==================== pulse_stretcher
==> pulse_stretcher/route_heat.png <==
Bar = 20 um. The die is cut into 12 by 12 equal tiles; dark purple is low, yellow is high, scaled to the fullest tile. Values are wire area over tile area, all layers added.
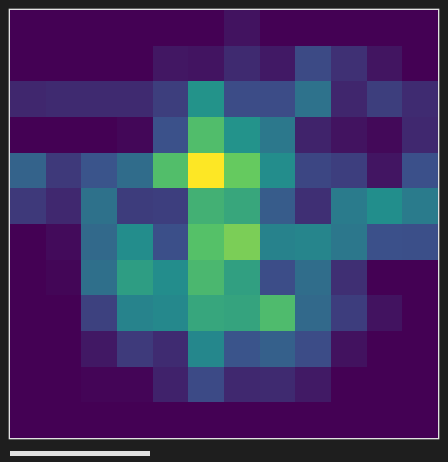

--- src/rtl/pulse_pkg.sv ---
// Shared state encoding for the pulse-shaping blocks.
package pulse_pkg;

   localparam int unsigned ST_W = 2;

   localparam logic [1:0] ST_IDLE = 2'b00;
   localparam logic [1:0] ST_HIGH = 2'b01;
   localparam logic [1:0] ST_GAP  = 2'b10;

endpackage

--- src/rtl/load_down_counter.sv ---
// Loadable down counter that saturates at 1 (never wraps through zero).
module load_down_counter #(
   parameter int unsigned CNT_W = 8
) (
   input  logic             clk,
   input  logic             rst,
   input  logic             load,
   input  logic [CNT_W-1:0] load_val,
   input  logic             dec,
   output logic [CNT_W-1:0] cnt
);

   // Load has priority; decrement only while above one.
   always_ff @(posedge clk or posedge rst) begin
      if (rst) begin
         cnt <= '0;
      end else if (load) begin
         cnt <= load_val;
      end else if (dec && (cnt > CNT_W'(1))) begin
         cnt <= cnt - CNT_W'(1);
      end
   end

endmodule

--- src/rtl/pulse_stretcher.sv ---
// Stretches a single-cycle trigger into a len-cycle high level followed by a forced-low gap.
module pulse_stretcher
   import pulse_pkg::*;
#(
   parameter int unsigned CNT_W      = 8,
   parameter int unsigned GAP_CYCLES = 2,
   parameter bit          RETRIG     = 1'b0
) (
   input  logic             clk,
   input  logic             rst,
   input  logic             trig,
   input  logic [CNT_W-1:0] len,
   output logic             z,
   output logic             busy,
   output logic             done,
   output logic             drop
);

   logic [ST_W-1:0]  state;
   logic [ST_W-1:0]  state_nx;
   logic [CNT_W-1:0] cnt;
   logic [CNT_W-1:0] load_val;
   logic             load;
   logic             dec;
   logic             done_nx;
   logic             drop_nx;
   logic             cnt_last;

   assign cnt_last = (cnt <= CNT_W'(1));

   load_down_counter #(
      .CNT_W (CNT_W)
   ) u_cnt (
      .clk      (clk),
      .rst      (rst),
      .load     (load),
      .load_val (load_val),
      .dec      (dec),
      .cnt      (cnt)
   );

   // Next-state, counter control and next-output decode.
   always_comb begin
      state_nx = state;
      load     = 1'b0;
      load_val = '0;
      dec      = 1'b0;
      done_nx  = 1'b0;
      drop_nx  = 1'b0;
      case (state)
         ST_IDLE: begin
            if (trig) begin
               if (len != '0) begin
                  state_nx = ST_HIGH;
                  load     = 1'b1;
                  load_val = len;
               end else begin
                  drop_nx = 1'b1;
               end
            end
         end
         ST_HIGH: begin
            if (trig && RETRIG && (len != '0)) begin
               // Retrigger wins over expiry, even on the last high cycle.
               load     = 1'b1;
               load_val = len;
            end else begin
               drop_nx = trig;
               if (cnt_last) begin
                  done_nx = 1'b1;
                  if (GAP_CYCLES == 0) begin
                     state_nx = ST_IDLE;
                  end else begin
                     state_nx = ST_GAP;
                     load     = 1'b1;
                     load_val = CNT_W'(GAP_CYCLES);
                  end
               end else begin
                  dec = 1'b1;
               end
            end
         end
         ST_GAP: begin
            drop_nx = trig;
            if (cnt_last) begin
               state_nx = ST_IDLE;
            end else begin
               dec = 1'b1;
            end
         end
         default: begin
            state_nx = ST_IDLE;
         end
      endcase
   end

   // State and registered outputs; outputs decode the next state so they align with it.
   always_ff @(posedge clk or posedge rst) begin
      if (rst) begin
         state <= ST_IDLE;
         z     <= 1'b0;
         busy  <= 1'b0;
         done  <= 1'b0;
         drop  <= 1'b0;
      end else begin
         state <= state_nx;
         z     <= (state_nx == ST_HIGH);
         busy  <= (state_nx != ST_IDLE);
         done  <= done_nx;
         drop  <= drop_nx;
      end
   end

endmodule

--- config.mk ---
export PLATFORM = sky130hd
export DESIGN_NAME = pulse_stretcher
export DESIGN_NICKNAME = d
export VERILOG_FILES = /design/src/rtl/pulse_pkg.sv /design/src/rtl/load_down_counter.sv /design/src/rtl/pulse_stretcher.sv
export SDC_FILE = /design/constraint.sdc
export NUM_CORES = 1
export LEC_CHECK = 0
export CAP_MARGIN = 25
export CORE_MARGIN = 4
export CORE_UTILIZATION = 35
export DETAILED_ROUTE_END_ITERATION = 10
export PLACE_DENSITY_LB_ADDON = 0.15
export SLEW_MARGIN = 20
export SYNTH_ARGS = -nofsm -noshare
export SYNTH_HDL_FRONTEND = slang
export SYNTH_HIERARCHICAL = 1
export SYNTH_SLANG_ARGS = --single-unit
--- constraint.sdc ---
create_clock -name clk -period 2.9 [get_ports clk]
set_input_delay 0.58 -clock clk [delete_from_list [all_inputs] [get_ports clk]]
set_output_delay 0.58 -clock clk [all_outputs]
set_load 0.02 [all_outputs]
==================== chan_mux_reg
[src/rtl/chan_mux_reg.sv]
// N-channel registered channel selector with per-channel valid/ready and a 1-entry output register.
// Optional round-robin scan mode compiled in with `define CHAN_MUX_RR_EN.
module chan_mux_reg #(
  parameter int N     = 10,
  parameter int W     = 16,
  parameter int SEL_W = 4
) (
  input  logic             clk,
  input  logic             rst,
  input  logic [N*W-1:0]   in_data,
  input  logic [N-1:0]     in_valid,
  output logic [N-1:0]     in_ready,
  input  logic [SEL_W-1:0] sel,
`ifdef CHAN_MUX_RR_EN
  input  logic             mode,
`endif
  output logic [W-1:0]     out_data,
  output logic             out_valid,
  input  logic             out_ready,
  output logic [SEL_W-1:0] out_chan
);

  localparam logic [SEL_W:0] N_EXT = (SEL_W+1)'(N);

  logic             accept;
  logic             grant_ok;
  logic [SEL_W-1:0] gidx;
  logic [W-1:0]     gdata;
  logic             xfer_in;

  assign accept = !out_valid || out_ready;

`ifdef CHAN_MUX_RR_EN
  logic [SEL_W-1:0] rr_ptr;
  logic             rr_found;
  logic [SEL_W-1:0] rr_idx;
  logic [SEL_W:0]   cand;

  // Scan N slots starting at rr_ptr, wrapping modulo N; first valid channel wins.
  always_comb begin
    rr_found = 1'b0;
    rr_idx   = '0;
    cand     = '0;
    for (int unsigned i = 0; i < N; i++) begin
      cand = {1'b0, rr_ptr} + (SEL_W+1)'(i);
      if (cand >= N_EXT) cand = cand - N_EXT;
      if (!rr_found && in_valid[cand[SEL_W-1:0]]) begin
        rr_found = 1'b1;
        rr_idx   = cand[SEL_W-1:0];
      end
    end
  end

  always_comb begin
    if (mode) begin
      grant_ok = rr_found;
      gidx     = rr_idx;
    end else begin
      grant_ok = ({1'b0, sel} < N_EXT);
      gidx     = sel;
    end
  end

  always_ff @(posedge clk) begin
    if (rst) begin
      rr_ptr <= '0;
    end else if (mode && xfer_in) begin
      rr_ptr <= ({1'b0, gidx} == N_EXT - 1'b1) ? '0 : gidx + 1'b1;
    end
  end
`else
  always_comb begin
    grant_ok = ({1'b0, sel} < N_EXT);
    gidx     = sel;
  end
`endif

  always_comb begin
    in_ready = '0;
    gdata    = '0;
    for (int unsigned i = 0; i < N; i++) begin
      if (gidx == SEL_W'(i)) begin
        in_ready[i] = accept && grant_ok && !rst;
        gdata       = in_data[i*W +: W];
      end
    end
  end

  assign xfer_in = |(in_ready & in_valid);

  always_ff @(posedge clk) begin
    if (rst) begin
      out_valid <= 1'b0;
      out_data  <= '0;
      out_chan  <= '0;
    end else if (xfer_in) begin
      out_valid <= 1'b1;
      out_data  <= gdata;
      out_chan  <= gidx;
    end else if (out_valid && out_ready) begin
      out_valid <= 1'b0;
    end
  end

endmodule

[config.mk]
export PLATFORM = sky130hd
export DESIGN_NAME = chan_mux_reg
export DESIGN_NICKNAME = d
export VERILOG_FILES = /design/src/rtl/chan_mux_reg.sv
export SDC_FILE = /design/constraint.sdc
export NUM_CORES = 1
export LEC_CHECK = 0
export CAP_MARGIN = 20
export CELL_PAD_IN_SITES_DETAIL_PLACEMENT = 0
export CELL_PAD_IN_SITES_GLOBAL_PLACEMENT = 1
export CORE_AREA = 2 2 94 132
export CTS_BUF_LIST = sky130_fd_sc_hd__clkbuf_8
export CTS_CLUSTER_DIAMETER = 120
export CTS_CLUSTER_SIZE = 24
export DETAILED_ROUTE_END_ITERATION = 10
export DIE_AREA = 0 0 96 134
export HOLD_SLACK_MARGIN = 0.06
export PLACE_DENSITY_LB_ADDON = 0.1
export SLEW_MARGIN = 0
export SYNTH_ARGS = -nofsm -noshare
export SYNTH_HDL_FRONTEND = slang
export SYNTH_SLANG_ARGS = --single-unit
[constraint.sdc]
create_clock -name clk -period 2.3 [get_ports clk]
set_input_delay 0.23 -clock clk [delete_from_list [all_inputs] [get_ports clk]]
set_output_delay 0.23 -clock clk [all_outputs]
set_load 0.005 [all_outputs]
==================== seg7_scan_driver
## src/rtl/seg7_scan_driver.sv

```systemverilog
// Four-digit multiplexed 7-segment driver with a frame-stable packed-BCD snapshot.
// Optional build macro SEG_LZB_EN enables leading-zero blanking of digits 3..1.
module seg7_scan_driver #(
   parameter int CLOCK_FREQ = 100_000_000,
   parameter int SCAN_HZ    = 1000,
   parameter int SCAN_TICK  = CLOCK_FREQ / SCAN_HZ
) (
   input  logic        clk,
   input  logic        resetn,
   input  logic [15:0] segments,
   input  logic [3:0]  dp_mask,
   input  logic        enable,
   output logic [3:0]  an,
   output logic [6:0]  seg,
   output logic        dp
);

   localparam int CNT_W = (SCAN_TICK > 2) ? $clog2(SCAN_TICK) : 1;
   localparam logic [CNT_W-1:0] TICK_LAST = CNT_W'(SCAN_TICK - 1);

   logic [CNT_W-1:0] tick_cnt_q, tick_cnt_d;
   logic [1:0]       idx_q, idx_d;
   logic [15:0]      snap_q, snap_d;
   logic [3:0]       dp_snap_q, dp_snap_d;
   logic [3:0]       an_q, an_d;
   logic [6:0]       seg_q, seg_d;
   logic             dp_q, dp_d;
   logic             tick_s;
   logic             blank_s;
   logic [3:0]       nib_s;

   function automatic logic [6:0] decode_bcd(input logic [3:0] nib);
      logic [6:0] pat;
      case (nib)
         4'd0:    pat = 7'b1000000;
         4'd1:    pat = 7'b1111001;
         4'd2:    pat = 7'b0100100;
         4'd3:    pat = 7'b0110000;
         4'd4:    pat = 7'b0011001;
         4'd5:    pat = 7'b0010010;
         4'd6:    pat = 7'b0000010;
         4'd7:    pat = 7'b1111000;
         4'd8:    pat = 7'b0000000;
         4'd9:    pat = 7'b0010000;
         default: pat = 7'b0111111;
      endcase
      return pat;
   endfunction

   // Prescaler, digit index, frame snapshot and next output image.
   always_comb begin
      tick_s     = (tick_cnt_q == TICK_LAST);
      tick_cnt_d = tick_s ? '0 : tick_cnt_q + CNT_W'(1);
      idx_d      = tick_s ? idx_q + 2'd1 : idx_q;
      snap_d     = snap_q;
      dp_snap_d  = dp_snap_q;
      if (tick_s && (idx_q == 2'd3)) begin
         snap_d    = segments;
         dp_snap_d = dp_mask;
      end else begin
         snap_d    = snap_q;
         dp_snap_d = dp_snap_q;
      end

      nib_s = snap_q[4*idx_q +: 4];
`ifdef SEG_LZB_EN
      case (idx_q)
         2'd3:    blank_s = (snap_q[15:12] == 4'h0);
         2'd2:    blank_s = (snap_q[15:8] == 8'h00);
         2'd1:    blank_s = (snap_q[15:4] == 12'h000);
         default: blank_s = 1'b0;
      endcase
`else
      blank_s = 1'b0;
`endif

      // Anode and cathodes are produced together so they always update on the same edge.
      if (enable) begin
         an_d  = ~(4'b0001 << idx_q);
         seg_d = blank_s ? 7'b1111111 : decode_bcd(nib_s);
         dp_d  = ~dp_snap_q[idx_q];
      end else begin
         an_d  = 4'b1111;
         seg_d = 7'b1111111;
         dp_d  = 1'b1;
      end
   end

   // State and output registers with synchronous active-low reset.
   always_ff @(posedge clk) begin
      if (!resetn) begin
         tick_cnt_q <= '0;
         idx_q      <= 2'd0;
         snap_q     <= 16'h0000;
         dp_snap_q  <= 4'h0;
         an_q       <= 4'b1111;
         seg_q      <= 7'b1111111;
         dp_q       <= 1'b1;
      end else begin
         tick_cnt_q <= tick_cnt_d;
         idx_q      <= idx_d;
         snap_q     <= snap_d;
         dp_snap_q  <= dp_snap_d;
         an_q       <= an_d;
         seg_q      <= seg_d;
         dp_q       <= dp_d;
      end
   end

   assign an  = an_q;
   assign seg = seg_q;
   assign dp  = dp_q;

endmodule

```

## config.mk

```make
export PLATFORM = sky130hd
export DESIGN_NAME = seg7_scan_driver
export DESIGN_NICKNAME = d
export VERILOG_FILES = /design/src/rtl/seg7_scan_driver.sv
export SDC_FILE = /design/constraint.sdc
export NUM_CORES = 1
export LEC_CHECK = 0
export CAP_MARGIN = 10
export CORE_ASPECT_RATIO = 0.8
export CORE_MARGIN = 3
export CORE_UTILIZATION = 35
export DETAILED_ROUTE_END_ITERATION = 8
export GPL_ROUTABILITY_DRIVEN = 0
export PLACE_DENSITY = 0.67
export SETUP_SLACK_MARGIN = 0.15
export SLEW_MARGIN = 25
export SYNTH_ARGS = -nofsm -noshare
export SYNTH_HDL_FRONTEND = slang
export SYNTH_SLANG_ARGS = --single-unit
```

## constraint.sdc

```tcl
create_clock -name clk -period 2.2 [get_ports clk]
set_input_delay 0.33 -clock clk [delete_from_list [all_inputs] [get_ports clk]]
set_output_delay 0.33 -clock clk [all_outputs]
set_load 0.01 [all_outputs]
```

==================== downmod12_ctl
### src/rtl/downmod12_ctl.sv
// Mod-12 down counter with periodic/one-shot modes, cascade borrow pulse,
// sticky illegal-load error flag and a saturating wrap counter.
module downmod12_ctl (
  input  logic       clk,
  input  logic       rst,
  input  logic       load,
  input  logic [3:0] a,
  input  logic       en,
  input  logic       mode,
  input  logic       clr_err,
  output logic [3:0] count,
  output logic       tc,
  output logic       borrow,
  output logic       done,
  output logic       err,
  output logic [7:0] wraps
);

  localparam logic [3:0] COUNT_MAX = 4'd11;
  localparam logic [7:0] WRAPS_MAX = 8'hFF;

  typedef enum logic {
    RUN  = 1'b0,
    DONE = 1'b1
  } state_e;

  state_e     state_q;
  logic [3:0] count_q;
  logic       borrow_q;
  logic       err_q;
  logic [7:0] wraps_q;

  // NOTE: every register below is assigned with <= so all of them update
  // from the same pre-edge values; a blocking = here would let later
  // statements see half-updated state and diverge from the netlist.
  always_ff @(posedge clk) begin
    if (rst) begin
      state_q  <= RUN;
      count_q  <= 4'd0;
      borrow_q <= 1'b0;
      err_q    <= 1'b0;
      wraps_q  <= 8'd0;
    end else begin
      borrow_q <= 1'b0;
      if (clr_err) begin
        err_q <= 1'b0;
      end
      if (load) begin
        // Later assignment to err_q overrides the clear: set wins.
        state_q <= RUN;
        if (a > COUNT_MAX) begin
          count_q <= COUNT_MAX;
          err_q   <= 1'b1;
        end else begin
          count_q <= a;
        end
      end else if (en && (state_q == RUN)) begin
        if (count_q != 4'd0) begin
          count_q <= count_q - 4'd1;
        end else if (!mode) begin
          count_q  <= COUNT_MAX;
          borrow_q <= 1'b1;
          if (wraps_q != WRAPS_MAX) begin
            wraps_q <= wraps_q + 8'd1;
          end
        end else begin
          state_q <= DONE;
        end
      end
    end
  end

  assign count  = count_q;
  assign tc     = (count_q == 4'd0);
  assign borrow = borrow_q;
  assign done   = (state_q == DONE);
  assign err    = err_q;
  assign wraps  = wraps_q;

endmodule
### config.mk
export PLATFORM = sky130hd
export DESIGN_NAME = downmod12_ctl
export DESIGN_NICKNAME = d
export VERILOG_FILES = /design/src/rtl/downmod12_ctl.sv
export SDC_FILE = /design/constraint.sdc
export NUM_CORES = 1
export LEC_CHECK = 0
export CAP_MARGIN = 10
export CORE_UTILIZATION = 39
export DETAILED_ROUTE_END_ITERATION = 7
export PLACE_DENSITY = 0.81
export SETUP_SLACK_MARGIN = 0.02
export SKIP_LAST_GASP = 1
export SYNTH_ARGS = -nofsm -noshare
export SYNTH_HDL_FRONTEND = slang
export SYNTH_SLANG_ARGS = --single-unit
### constraint.sdc
create_clock -name clk -period 1.75 [get_ports clk]
set_input_delay 0.525 -clock clk [delete_from_list [all_inputs] [get_ports clk]]
set_output_delay 0.525 -clock clk [all_outputs]
set_load 0.05 [all_outputs]

## Gallery

M2 wires.
shot_01.png
Bar = 20 um.
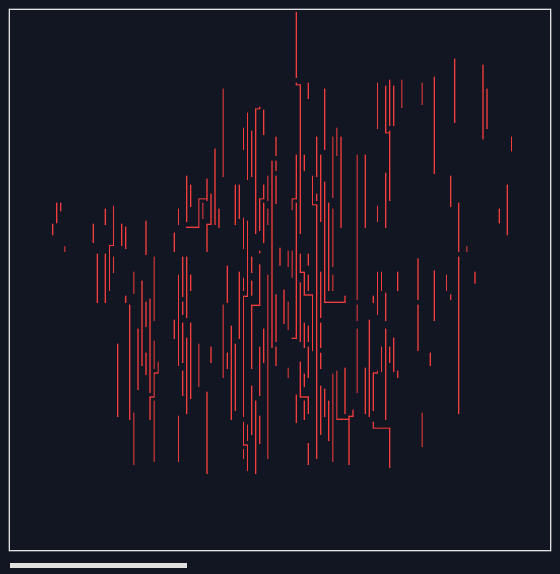
shot_02.png
Bar = 20 um.
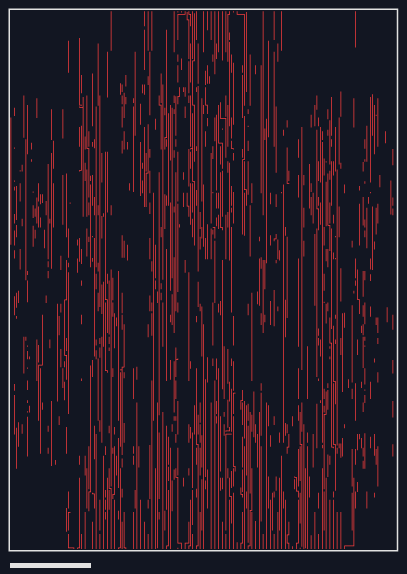
shot_03.png
Bar = 20 um.
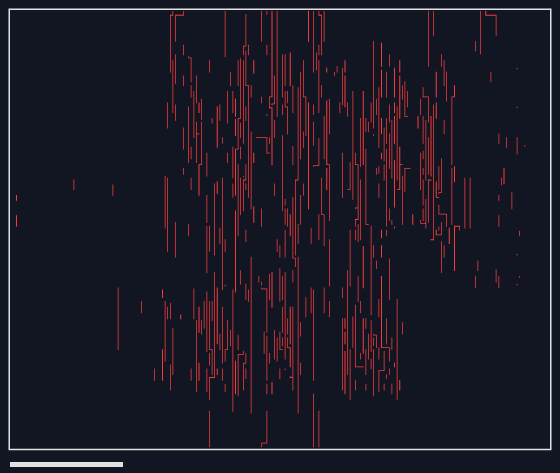
shot_04.png
Bar = 10 um.
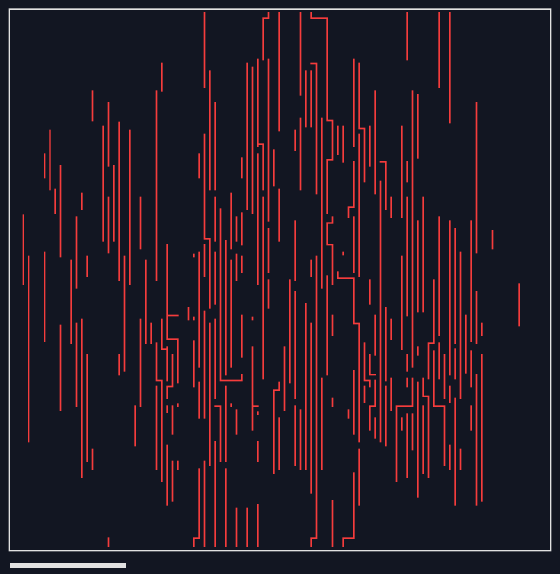
shot_02.png: chan_mux_reg
shot_01.png: pulse_stretcher
shot_04.png: downmod12_ctl
shot_03.png: seg7_scan_driver

Key to shot_03.png:
share of all routed wire	44%
longest straight run	27.5 um
nets with wire on the layer	246
wire length on this layer	2040 um
main direction	vertical

==> downmod12_ctl/m3.png <==
Bar = 10 um.
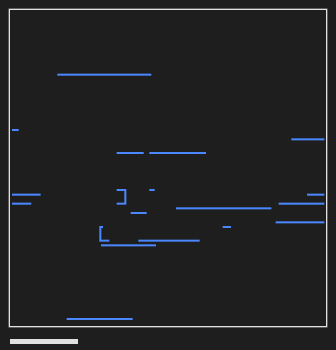
main direction	horizontal
longest straight run	13.8 um

==> downmod12_ctl/m1.png <==
Cells faint in the background.
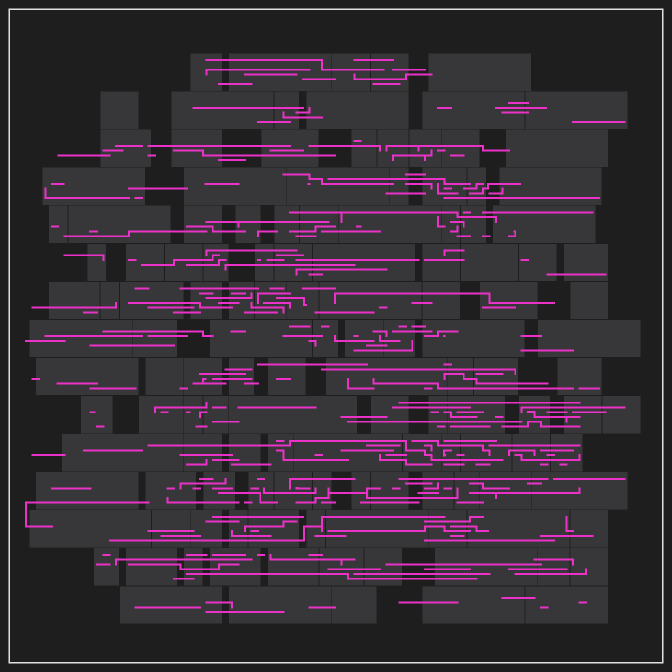
longest straight run	13.9 um
share of all routed wire	41%
wire length on this layer	984 um
nets with wire on the layer	128
main direction	horizontal

==> summary.txt, downmod12_ctl <==
Observations from the implementation run.

Die:
- According to the floorplan report, the total die area is 2170 um^2.

Synth:
- The run gives the area figure in the yosys stat output as 776 um^2.
- Counting every instance in the synthesized netlist gives 87.
- The run gives the count of library flops with an enable pin as 0.

Status:
- The final reports fail on negative setup slack.
- The run finished, with violations left.

Final timing:
- The run puts the number of endpoints failing setup at the final stage at 2.
- The run puts the setup slack of the critical path after layout at -63.7 ps.
- The run puts the hold violation count in the final report at 0.

Clock tree:
- According to the CTS report, the clock sink count is 15.

Worst setup path:
- The run puts the largest fanout on the critical path at 2.
- The worst setup path is of the flop to primary output kind.

Detailed routing:
- The run gives the via total after detailed routing as 863.
- The run gives the total iterations of the first detailed-routing run as 4.

Pwr:
- The run puts the switching component of the power at 0.272 mW.

GRT:
- The initial antenna violation count was 0.

Min path:
- Per the hold report, the tightest min-delay path originates at err.
[downmod12_ctl: final cells by class]
class | count | area, um^2 | share of cell area (%)
sequential | 15 | 308 | 21.6
clock buffer | 4 | 26.3 | 1.85
multi-input combinational | 65 | 482 | 33.9
inverter | 4 | 20.0 | 1.41
timing repair buffer | 45 | 556 | 39.1
tap | 25 | 31.3 | 2.20
[downmod12_ctl: repair_timing]
action                     4_1_cts  5_1_grt
setup buffers                    6        2
setup endpoints to repair        9        9
resized                          3        9
pin swaps                        2        2
[downmod12_ctl: per-layer routing]
| metal | vias up | wire length [um] |
|---|---|---|
| met5 | - | 0 |
| met4 | 0 | 32 |
| met1 | 409 | 984 |
| met2 | 27 | 1260 |
| li1 | 422 | - |
| met3 | 5 | 103 |
[downmod12_ctl: registers in the layout (all words and copies together), names as in the netlist]
name and flops:
wraps 8, count 4, borrow 1, done 1
err 1
[downmod12_ctl: kinds of logic after synthesis]
kind of cell    synth area share [%]
buf+inv                         3.39
xor+xnor                        2.26
mux                             2.58
fa+ha+maj                       3.23
simple gates                    29.2
flops                           38.7
compound gates                  20.6
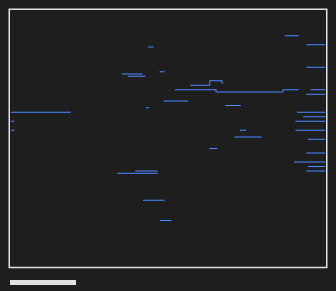
(seg7_scan_driver/m3.png)
Bar = 20 um.
longest straight run	20.2 um
wire length on this layer	220 um
main direction	horizontal

==> summary.txt, seg7_scan_driver <==
Observations from the implementation run.

Die:
- The run puts the height of the die at 77.4 um.

Clock tree:
- CTS reports a maximum clock tree buffer depth of 2.
- The run puts the count of clock tree sinks at 51.
- Clock tree synthesis selected as its root buffer the cell sky130_fd_sc_hd__clkbuf_8.
- The run puts the number of buffers inserted by hold repair at cts at 0.
- The run puts the clock insertion delay at the later pin of the skew report at 300 ps.

Status:
- The run finished with clean final reports.

Synth:
- Per the synthesis report, the AND-OR/OR-AND share of the synthesized area is 13.2%.
- The run gives the share of the yosys chip area belonging to registers as 45.7%.
- The run puts the multiplexer fraction of the synthesized cell area at 6.00%.
- The run puts the area share of and/or/nand/nor cells after synthesis at 19.4%.

Final timing:
- The run puts the tightest slew margin relative to the limit at 67.0%.
- The run gives the peak clock frequency supported by timing as 520 MHz.
- Final hold analysis gives a worst-case slack of 465 ps.
- After layout, the worst path uses 87.4% of the clock period.

Finish:
- Per the cell usage report, the commonest logic cell in the layout is sky130_fd_sc_hd__dfxtp_1.
- The run gives the number of antenna repair diodes as 0.
- The run puts the fraction of final layout cells with drive strength greater than 1 at 7.86%.
- According to the finish report, the design has a final net count of 315.
- The run puts the combinational fraction of the cell area at 40.4%.
- The run gives the combinational cell area excluding buffers and inverters as 1100 um^2.

Detailed routing:
- The run gives the number of violations reported at the end of detailed-routing iteration 0 as 125.
- The run gives the detailed-route DRC error count as 0.
- The run puts the total iterations of the first detailed-routing run at 4.

Worst setup path:
- The critical path is of the flop to flop type.
-- seg7_scan_driver: per-stage QoR --
step / worst slack (ps) / std cells
2_1_floorplan: 249 / 249
3_3_place_gp: 368 / 355
3_5_place_dp: 301 / 355
4_1_cts: 268 / 361
5_1_grt: 156 / 361
6_report: 278 / 361
-- seg7_scan_driver: final timing paths --
path / startpoint / to / cells after the start
max: idx_q[0] / seg[4] / 7
min: tick_cnt_q[0] / tick_cnt_q[0] / 1
max reg2reg: idx_q[0] / seg[4] / 7
min reg2reg: tick_cnt_q[0] / tick_cnt_q[0] / 1
-- seg7_scan_driver: worst register-to-register path: stages (launching register included) --
cell and delay, ps:
sky130_fd_sc_hd__dfxtp_1 400, sky130_fd_sc_hd__mux4_2 590, sky130_fd_sc_hd__inv_1 140, sky130_fd_sc_hd__ha_1 180
sky130_fd_sc_hd__inv_1 50, sky130_fd_sc_hd__mux2_2 260, sky130_fd_sc_hd__mux2i_1 120, sky130_fd_sc_hd__nand2_1 60
-- seg7_scan_driver: metal layers --
layer	vias to the layer above	routed length [um]
met5	-	0
met4	0	99
met3	11	219
met2	41	2040
met1	827	2280
li1	924	-
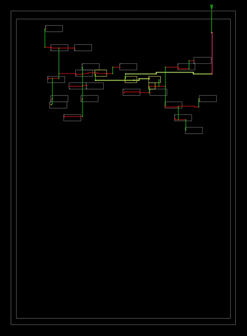
(chan_mux_reg/clock_nets.png)
clock group total power: 0.250 mW
clock sink count: 21
number of sequential cells in the layout: 21
later-pin clock latency in the skew report: 260 ps
clock tree buffer count of the final layout: 3

==> summary.txt, chan_mux_reg <==
Observations from the implementation run.

Place:
- The run puts the area of placed instances at 4880 um^2.

Final timing:
- The run gives the setup slack of the critical path after layout as 97.6 ps.
- The run puts the number of endpoints failing setup at the final stage at 0.
- The pin closest to its max-slew limit shows a slew of 466 ps.

Run:
- The run puts the number of OpenROAD warnings at 26.

GRT:
- Looking at the global route congestion table, the highest-usage layer is met2.
- The run puts the initial antenna violation count at 1.
- In the global route stage, overall resource usage came out at 18.6%.
- In the global route stage, met2 resource usage came out at 37.3%.

Status:
- The flow ran to the end, and the final reports show no timing, DRC or antenna violations.

Worst setup path:
- STA classifies the critical path endpoint as a primary output.
- The capture point of the critical path was reported as in_ready[8].
- The run gives the critical path launch point type as an input pin.

Clock tree:
- The run gives the clock tree root driver cell as sky130_fd_sc_hd__clkbuf_8.

Die:
- During I/O placement, the number of pins put on the boundary was 208.
- The run gives the starting density of the core as 22.3%.

Synth:
- The post-synth register bit count is 21.
- The synthesized netlist devotes 34.1% of its cell area to compound gates.
- The run puts the cell count after synthesis at 303.
- In the synthesized netlist, the cells that appear most often are sky130_fd_sc_hd__a21oi_1 (33), sky130_fd_sc_hd__mux2i_1 (24), sky130_fd_sc_hd__dfxtp_1 (21).
- The run puts the count of different cell masters after synthesis at 54.
- The synthesized netlist was found by Yosys to have 303 cells.

Detailed routing:
- Nets still carrying antenna violations after routing amount to 0.
- The run gives the detailed-route DRC error count as 0.

Pwr:
- The run puts the switching component of the power at 0.442 mW.

Finish:
- The largest registers in the layout are out_data (16), out_chan (4), out_valid (1).
- The register with the most flip-flops in the layout has 16 of them.
- More flip-flops sit in one register than any other, and that register is out_data.
- The run gives the final core utilization as 42.1%.

Min path:
- The worst hold path terminates at out_chan[2].
-- chan_mux_reg: final cells by class --
cell class	count	area (um^2)	area share, %
Antenna cell	1	2.50	0.0508
Clock buffer	3	41.3	0.838
Clock inverter	1	7.51	0.152
Inverter	2	7.51	0.152
Multi-Input combinational cell	249	1970	40.1
Sequential cell	21	420	8.53
Tap cell	147	184	3.73
Timing Repair Buffer	235	2290	46.5
-- chan_mux_reg: worst max-delay path: stages --
cell and delay (ps):
sky130_fd_sc_hd__clkdlybuf4s50_1 450, sky130_fd_sc_hd__nor2b_1 90, sky130_fd_sc_hd__a211o_4 320, sky130_fd_sc_hd__buf_4 180
sky130_fd_sc_hd__nor3_1 140, sky130_fd_sc_hd__clkdlybuf4s50_1 560
-- chan_mux_reg: power by group through the flow --
stage               Clock (mW)  Combinational, mW  Sequential, mW
floorplan                    0              0.345           0.403
global placement             0              0.793           0.403
detailed placement           0              0.801           0.403
CTS                      0.259              0.803           0.395
global route             0.273              0.852           0.397
finish                   0.250              0.793           0.394
==> pulse_stretcher/m1.png <==
Cells faint in the background.
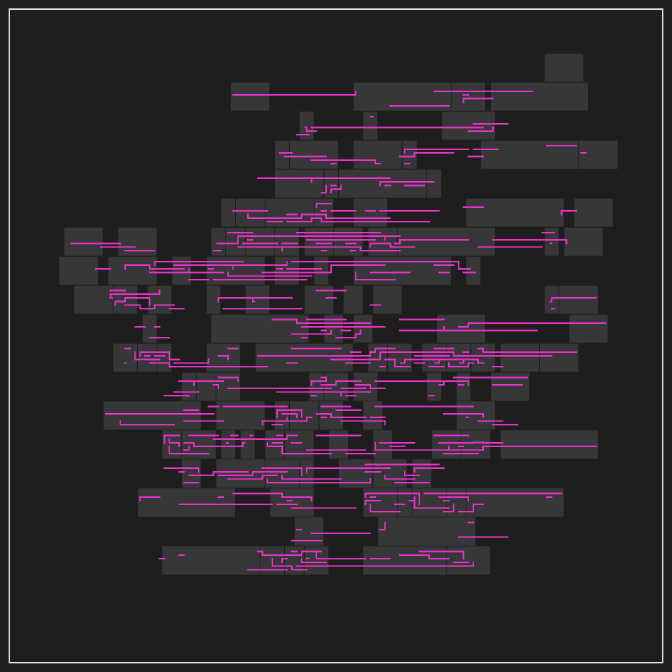
main direction	horizontal
nets with wire on the layer	118
longest straight run	16.6 um
share of all routed wire	47%
wire length on this layer	1000 um

Notes on pulse_stretcher/route_heat.png above:
emptiest ninth of the die	upper left
mean over tiles	0.090
nearly empty tiles	35%
fullest tile	0.47

==> summary.txt, pulse_stretcher <==
Observations from the implementation run.

Worst setup path:
- The worst setup path is launched from a flop.
- STA classifies the critical path endpoint as a flop.
- The run gives the worst-case register-to-register setup slack as 520 ps.

GRT:
- The run puts the number of global-route vias before repair at 788.
- The run gives the met1 capacity usage during global routing as 17.2%.

Final timing:
- The run puts the count of final max-slew check failures at 0.
- Setup repair after global routing left no endpoint under its margin.

Pwr:
- In the power breakdown, the biggest contributor is combinational logic.

Finish:
- Buffers outside the clock tree occupy 12.5% of the routed design's cell area.

Status:
- The flow ran to the end, and the final reports show no timing, DRC or antenna violations.

Synth:
- The run puts the share of synthesized cell area in and-or and or-and compound cells at 18.8%.
- The run puts the net count entering floorplan at 125.
- After technology mapping, the gate count stands at 108.

Clock tree:
- The run puts the count of clock tree sinks at 14.

Die:
- The run puts the well-tap cell count at 31.
## pulse_stretcher: placed cells by master, fill, tap and decap left out, types with 2 or more instances in the layout
master	count
sky130_fd_sc_hd__inv_1	9
sky130_fd_sc_hd__a21oi_1	7
sky130_fd_sc_hd__o21ai_0	7
sky130_fd_sc_hd__nand2_1	10
sky130_fd_sc_hd__ha_1	6
sky130_fd_sc_hd__clkdlybuf4s50_1	14
sky130_fd_sc_hd__nor3_1	3
sky130_fd_sc_hd__dfrtp_1	14
sky130_fd_sc_hd__nor2_1	5
sky130_fd_sc_hd__nor3b_1	3
sky130_fd_sc_hd__and3_1	7
sky130_fd_sc_hd__clkbuf_4	3
sky130_fd_sc_hd__nor2b_1	3
sky130_fd_sc_hd__and2_2	2
sky130_fd_sc_hd__nor4_1	2
sky130_fd_sc_hd__nor4_2	2
sky130_fd_sc_hd__xor2_1	2
## pulse_stretcher: state kept, by name, summed over array words and instances, names as in the netlist
name	cells
u_cnt/cnt	8
busy	1
state	2
z	1
drop	1
done	1


==> notes/layouts.md <==
Pictures saved along the way, in no particular order.

Signal metal coverage by tile.
image #1
Bar = 10 um. The die is cut into 9 by 9 equal tiles; dark purple is low, yellow is high, scaled to the fullest tile. Values are wire area over tile area, all layers added.
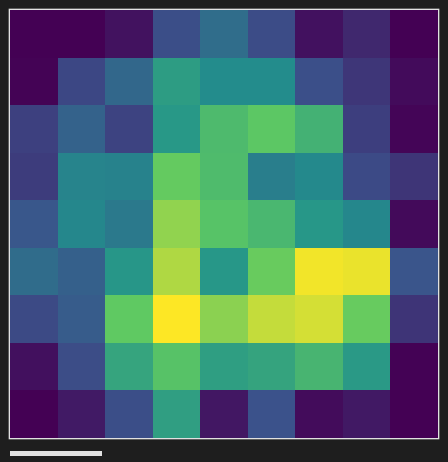
image #2
Bar = 20 um. The die is cut into 19 by 15 equal tiles; dark purple is low, yellow is high, scaled to the fullest tile. Values are wire area over tile area, all layers added.
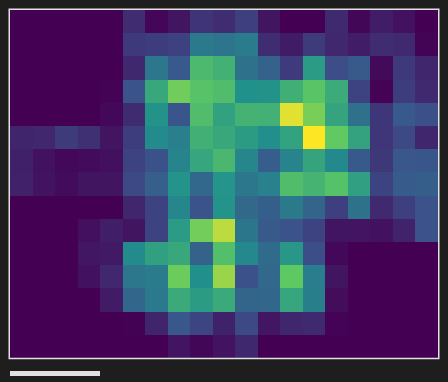
image #3
Bar = 20 um. The die is cut into 19 by 27 equal tiles; dark purple is low, yellow is high, scaled to the fullest tile. Values are wire area over tile area, all layers added.
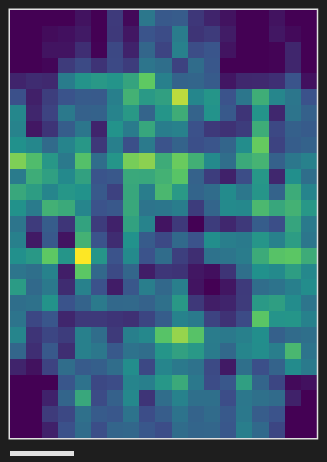
Of these, largest die: image #3
Of these, smallest die: image #1
- image #2 = seg7_scan_driver
- image #1 = downmod12_ctl
- image #3 = chan_mux_reg

Power figures rest on the tool's default switching activity, not on a simulated workload.
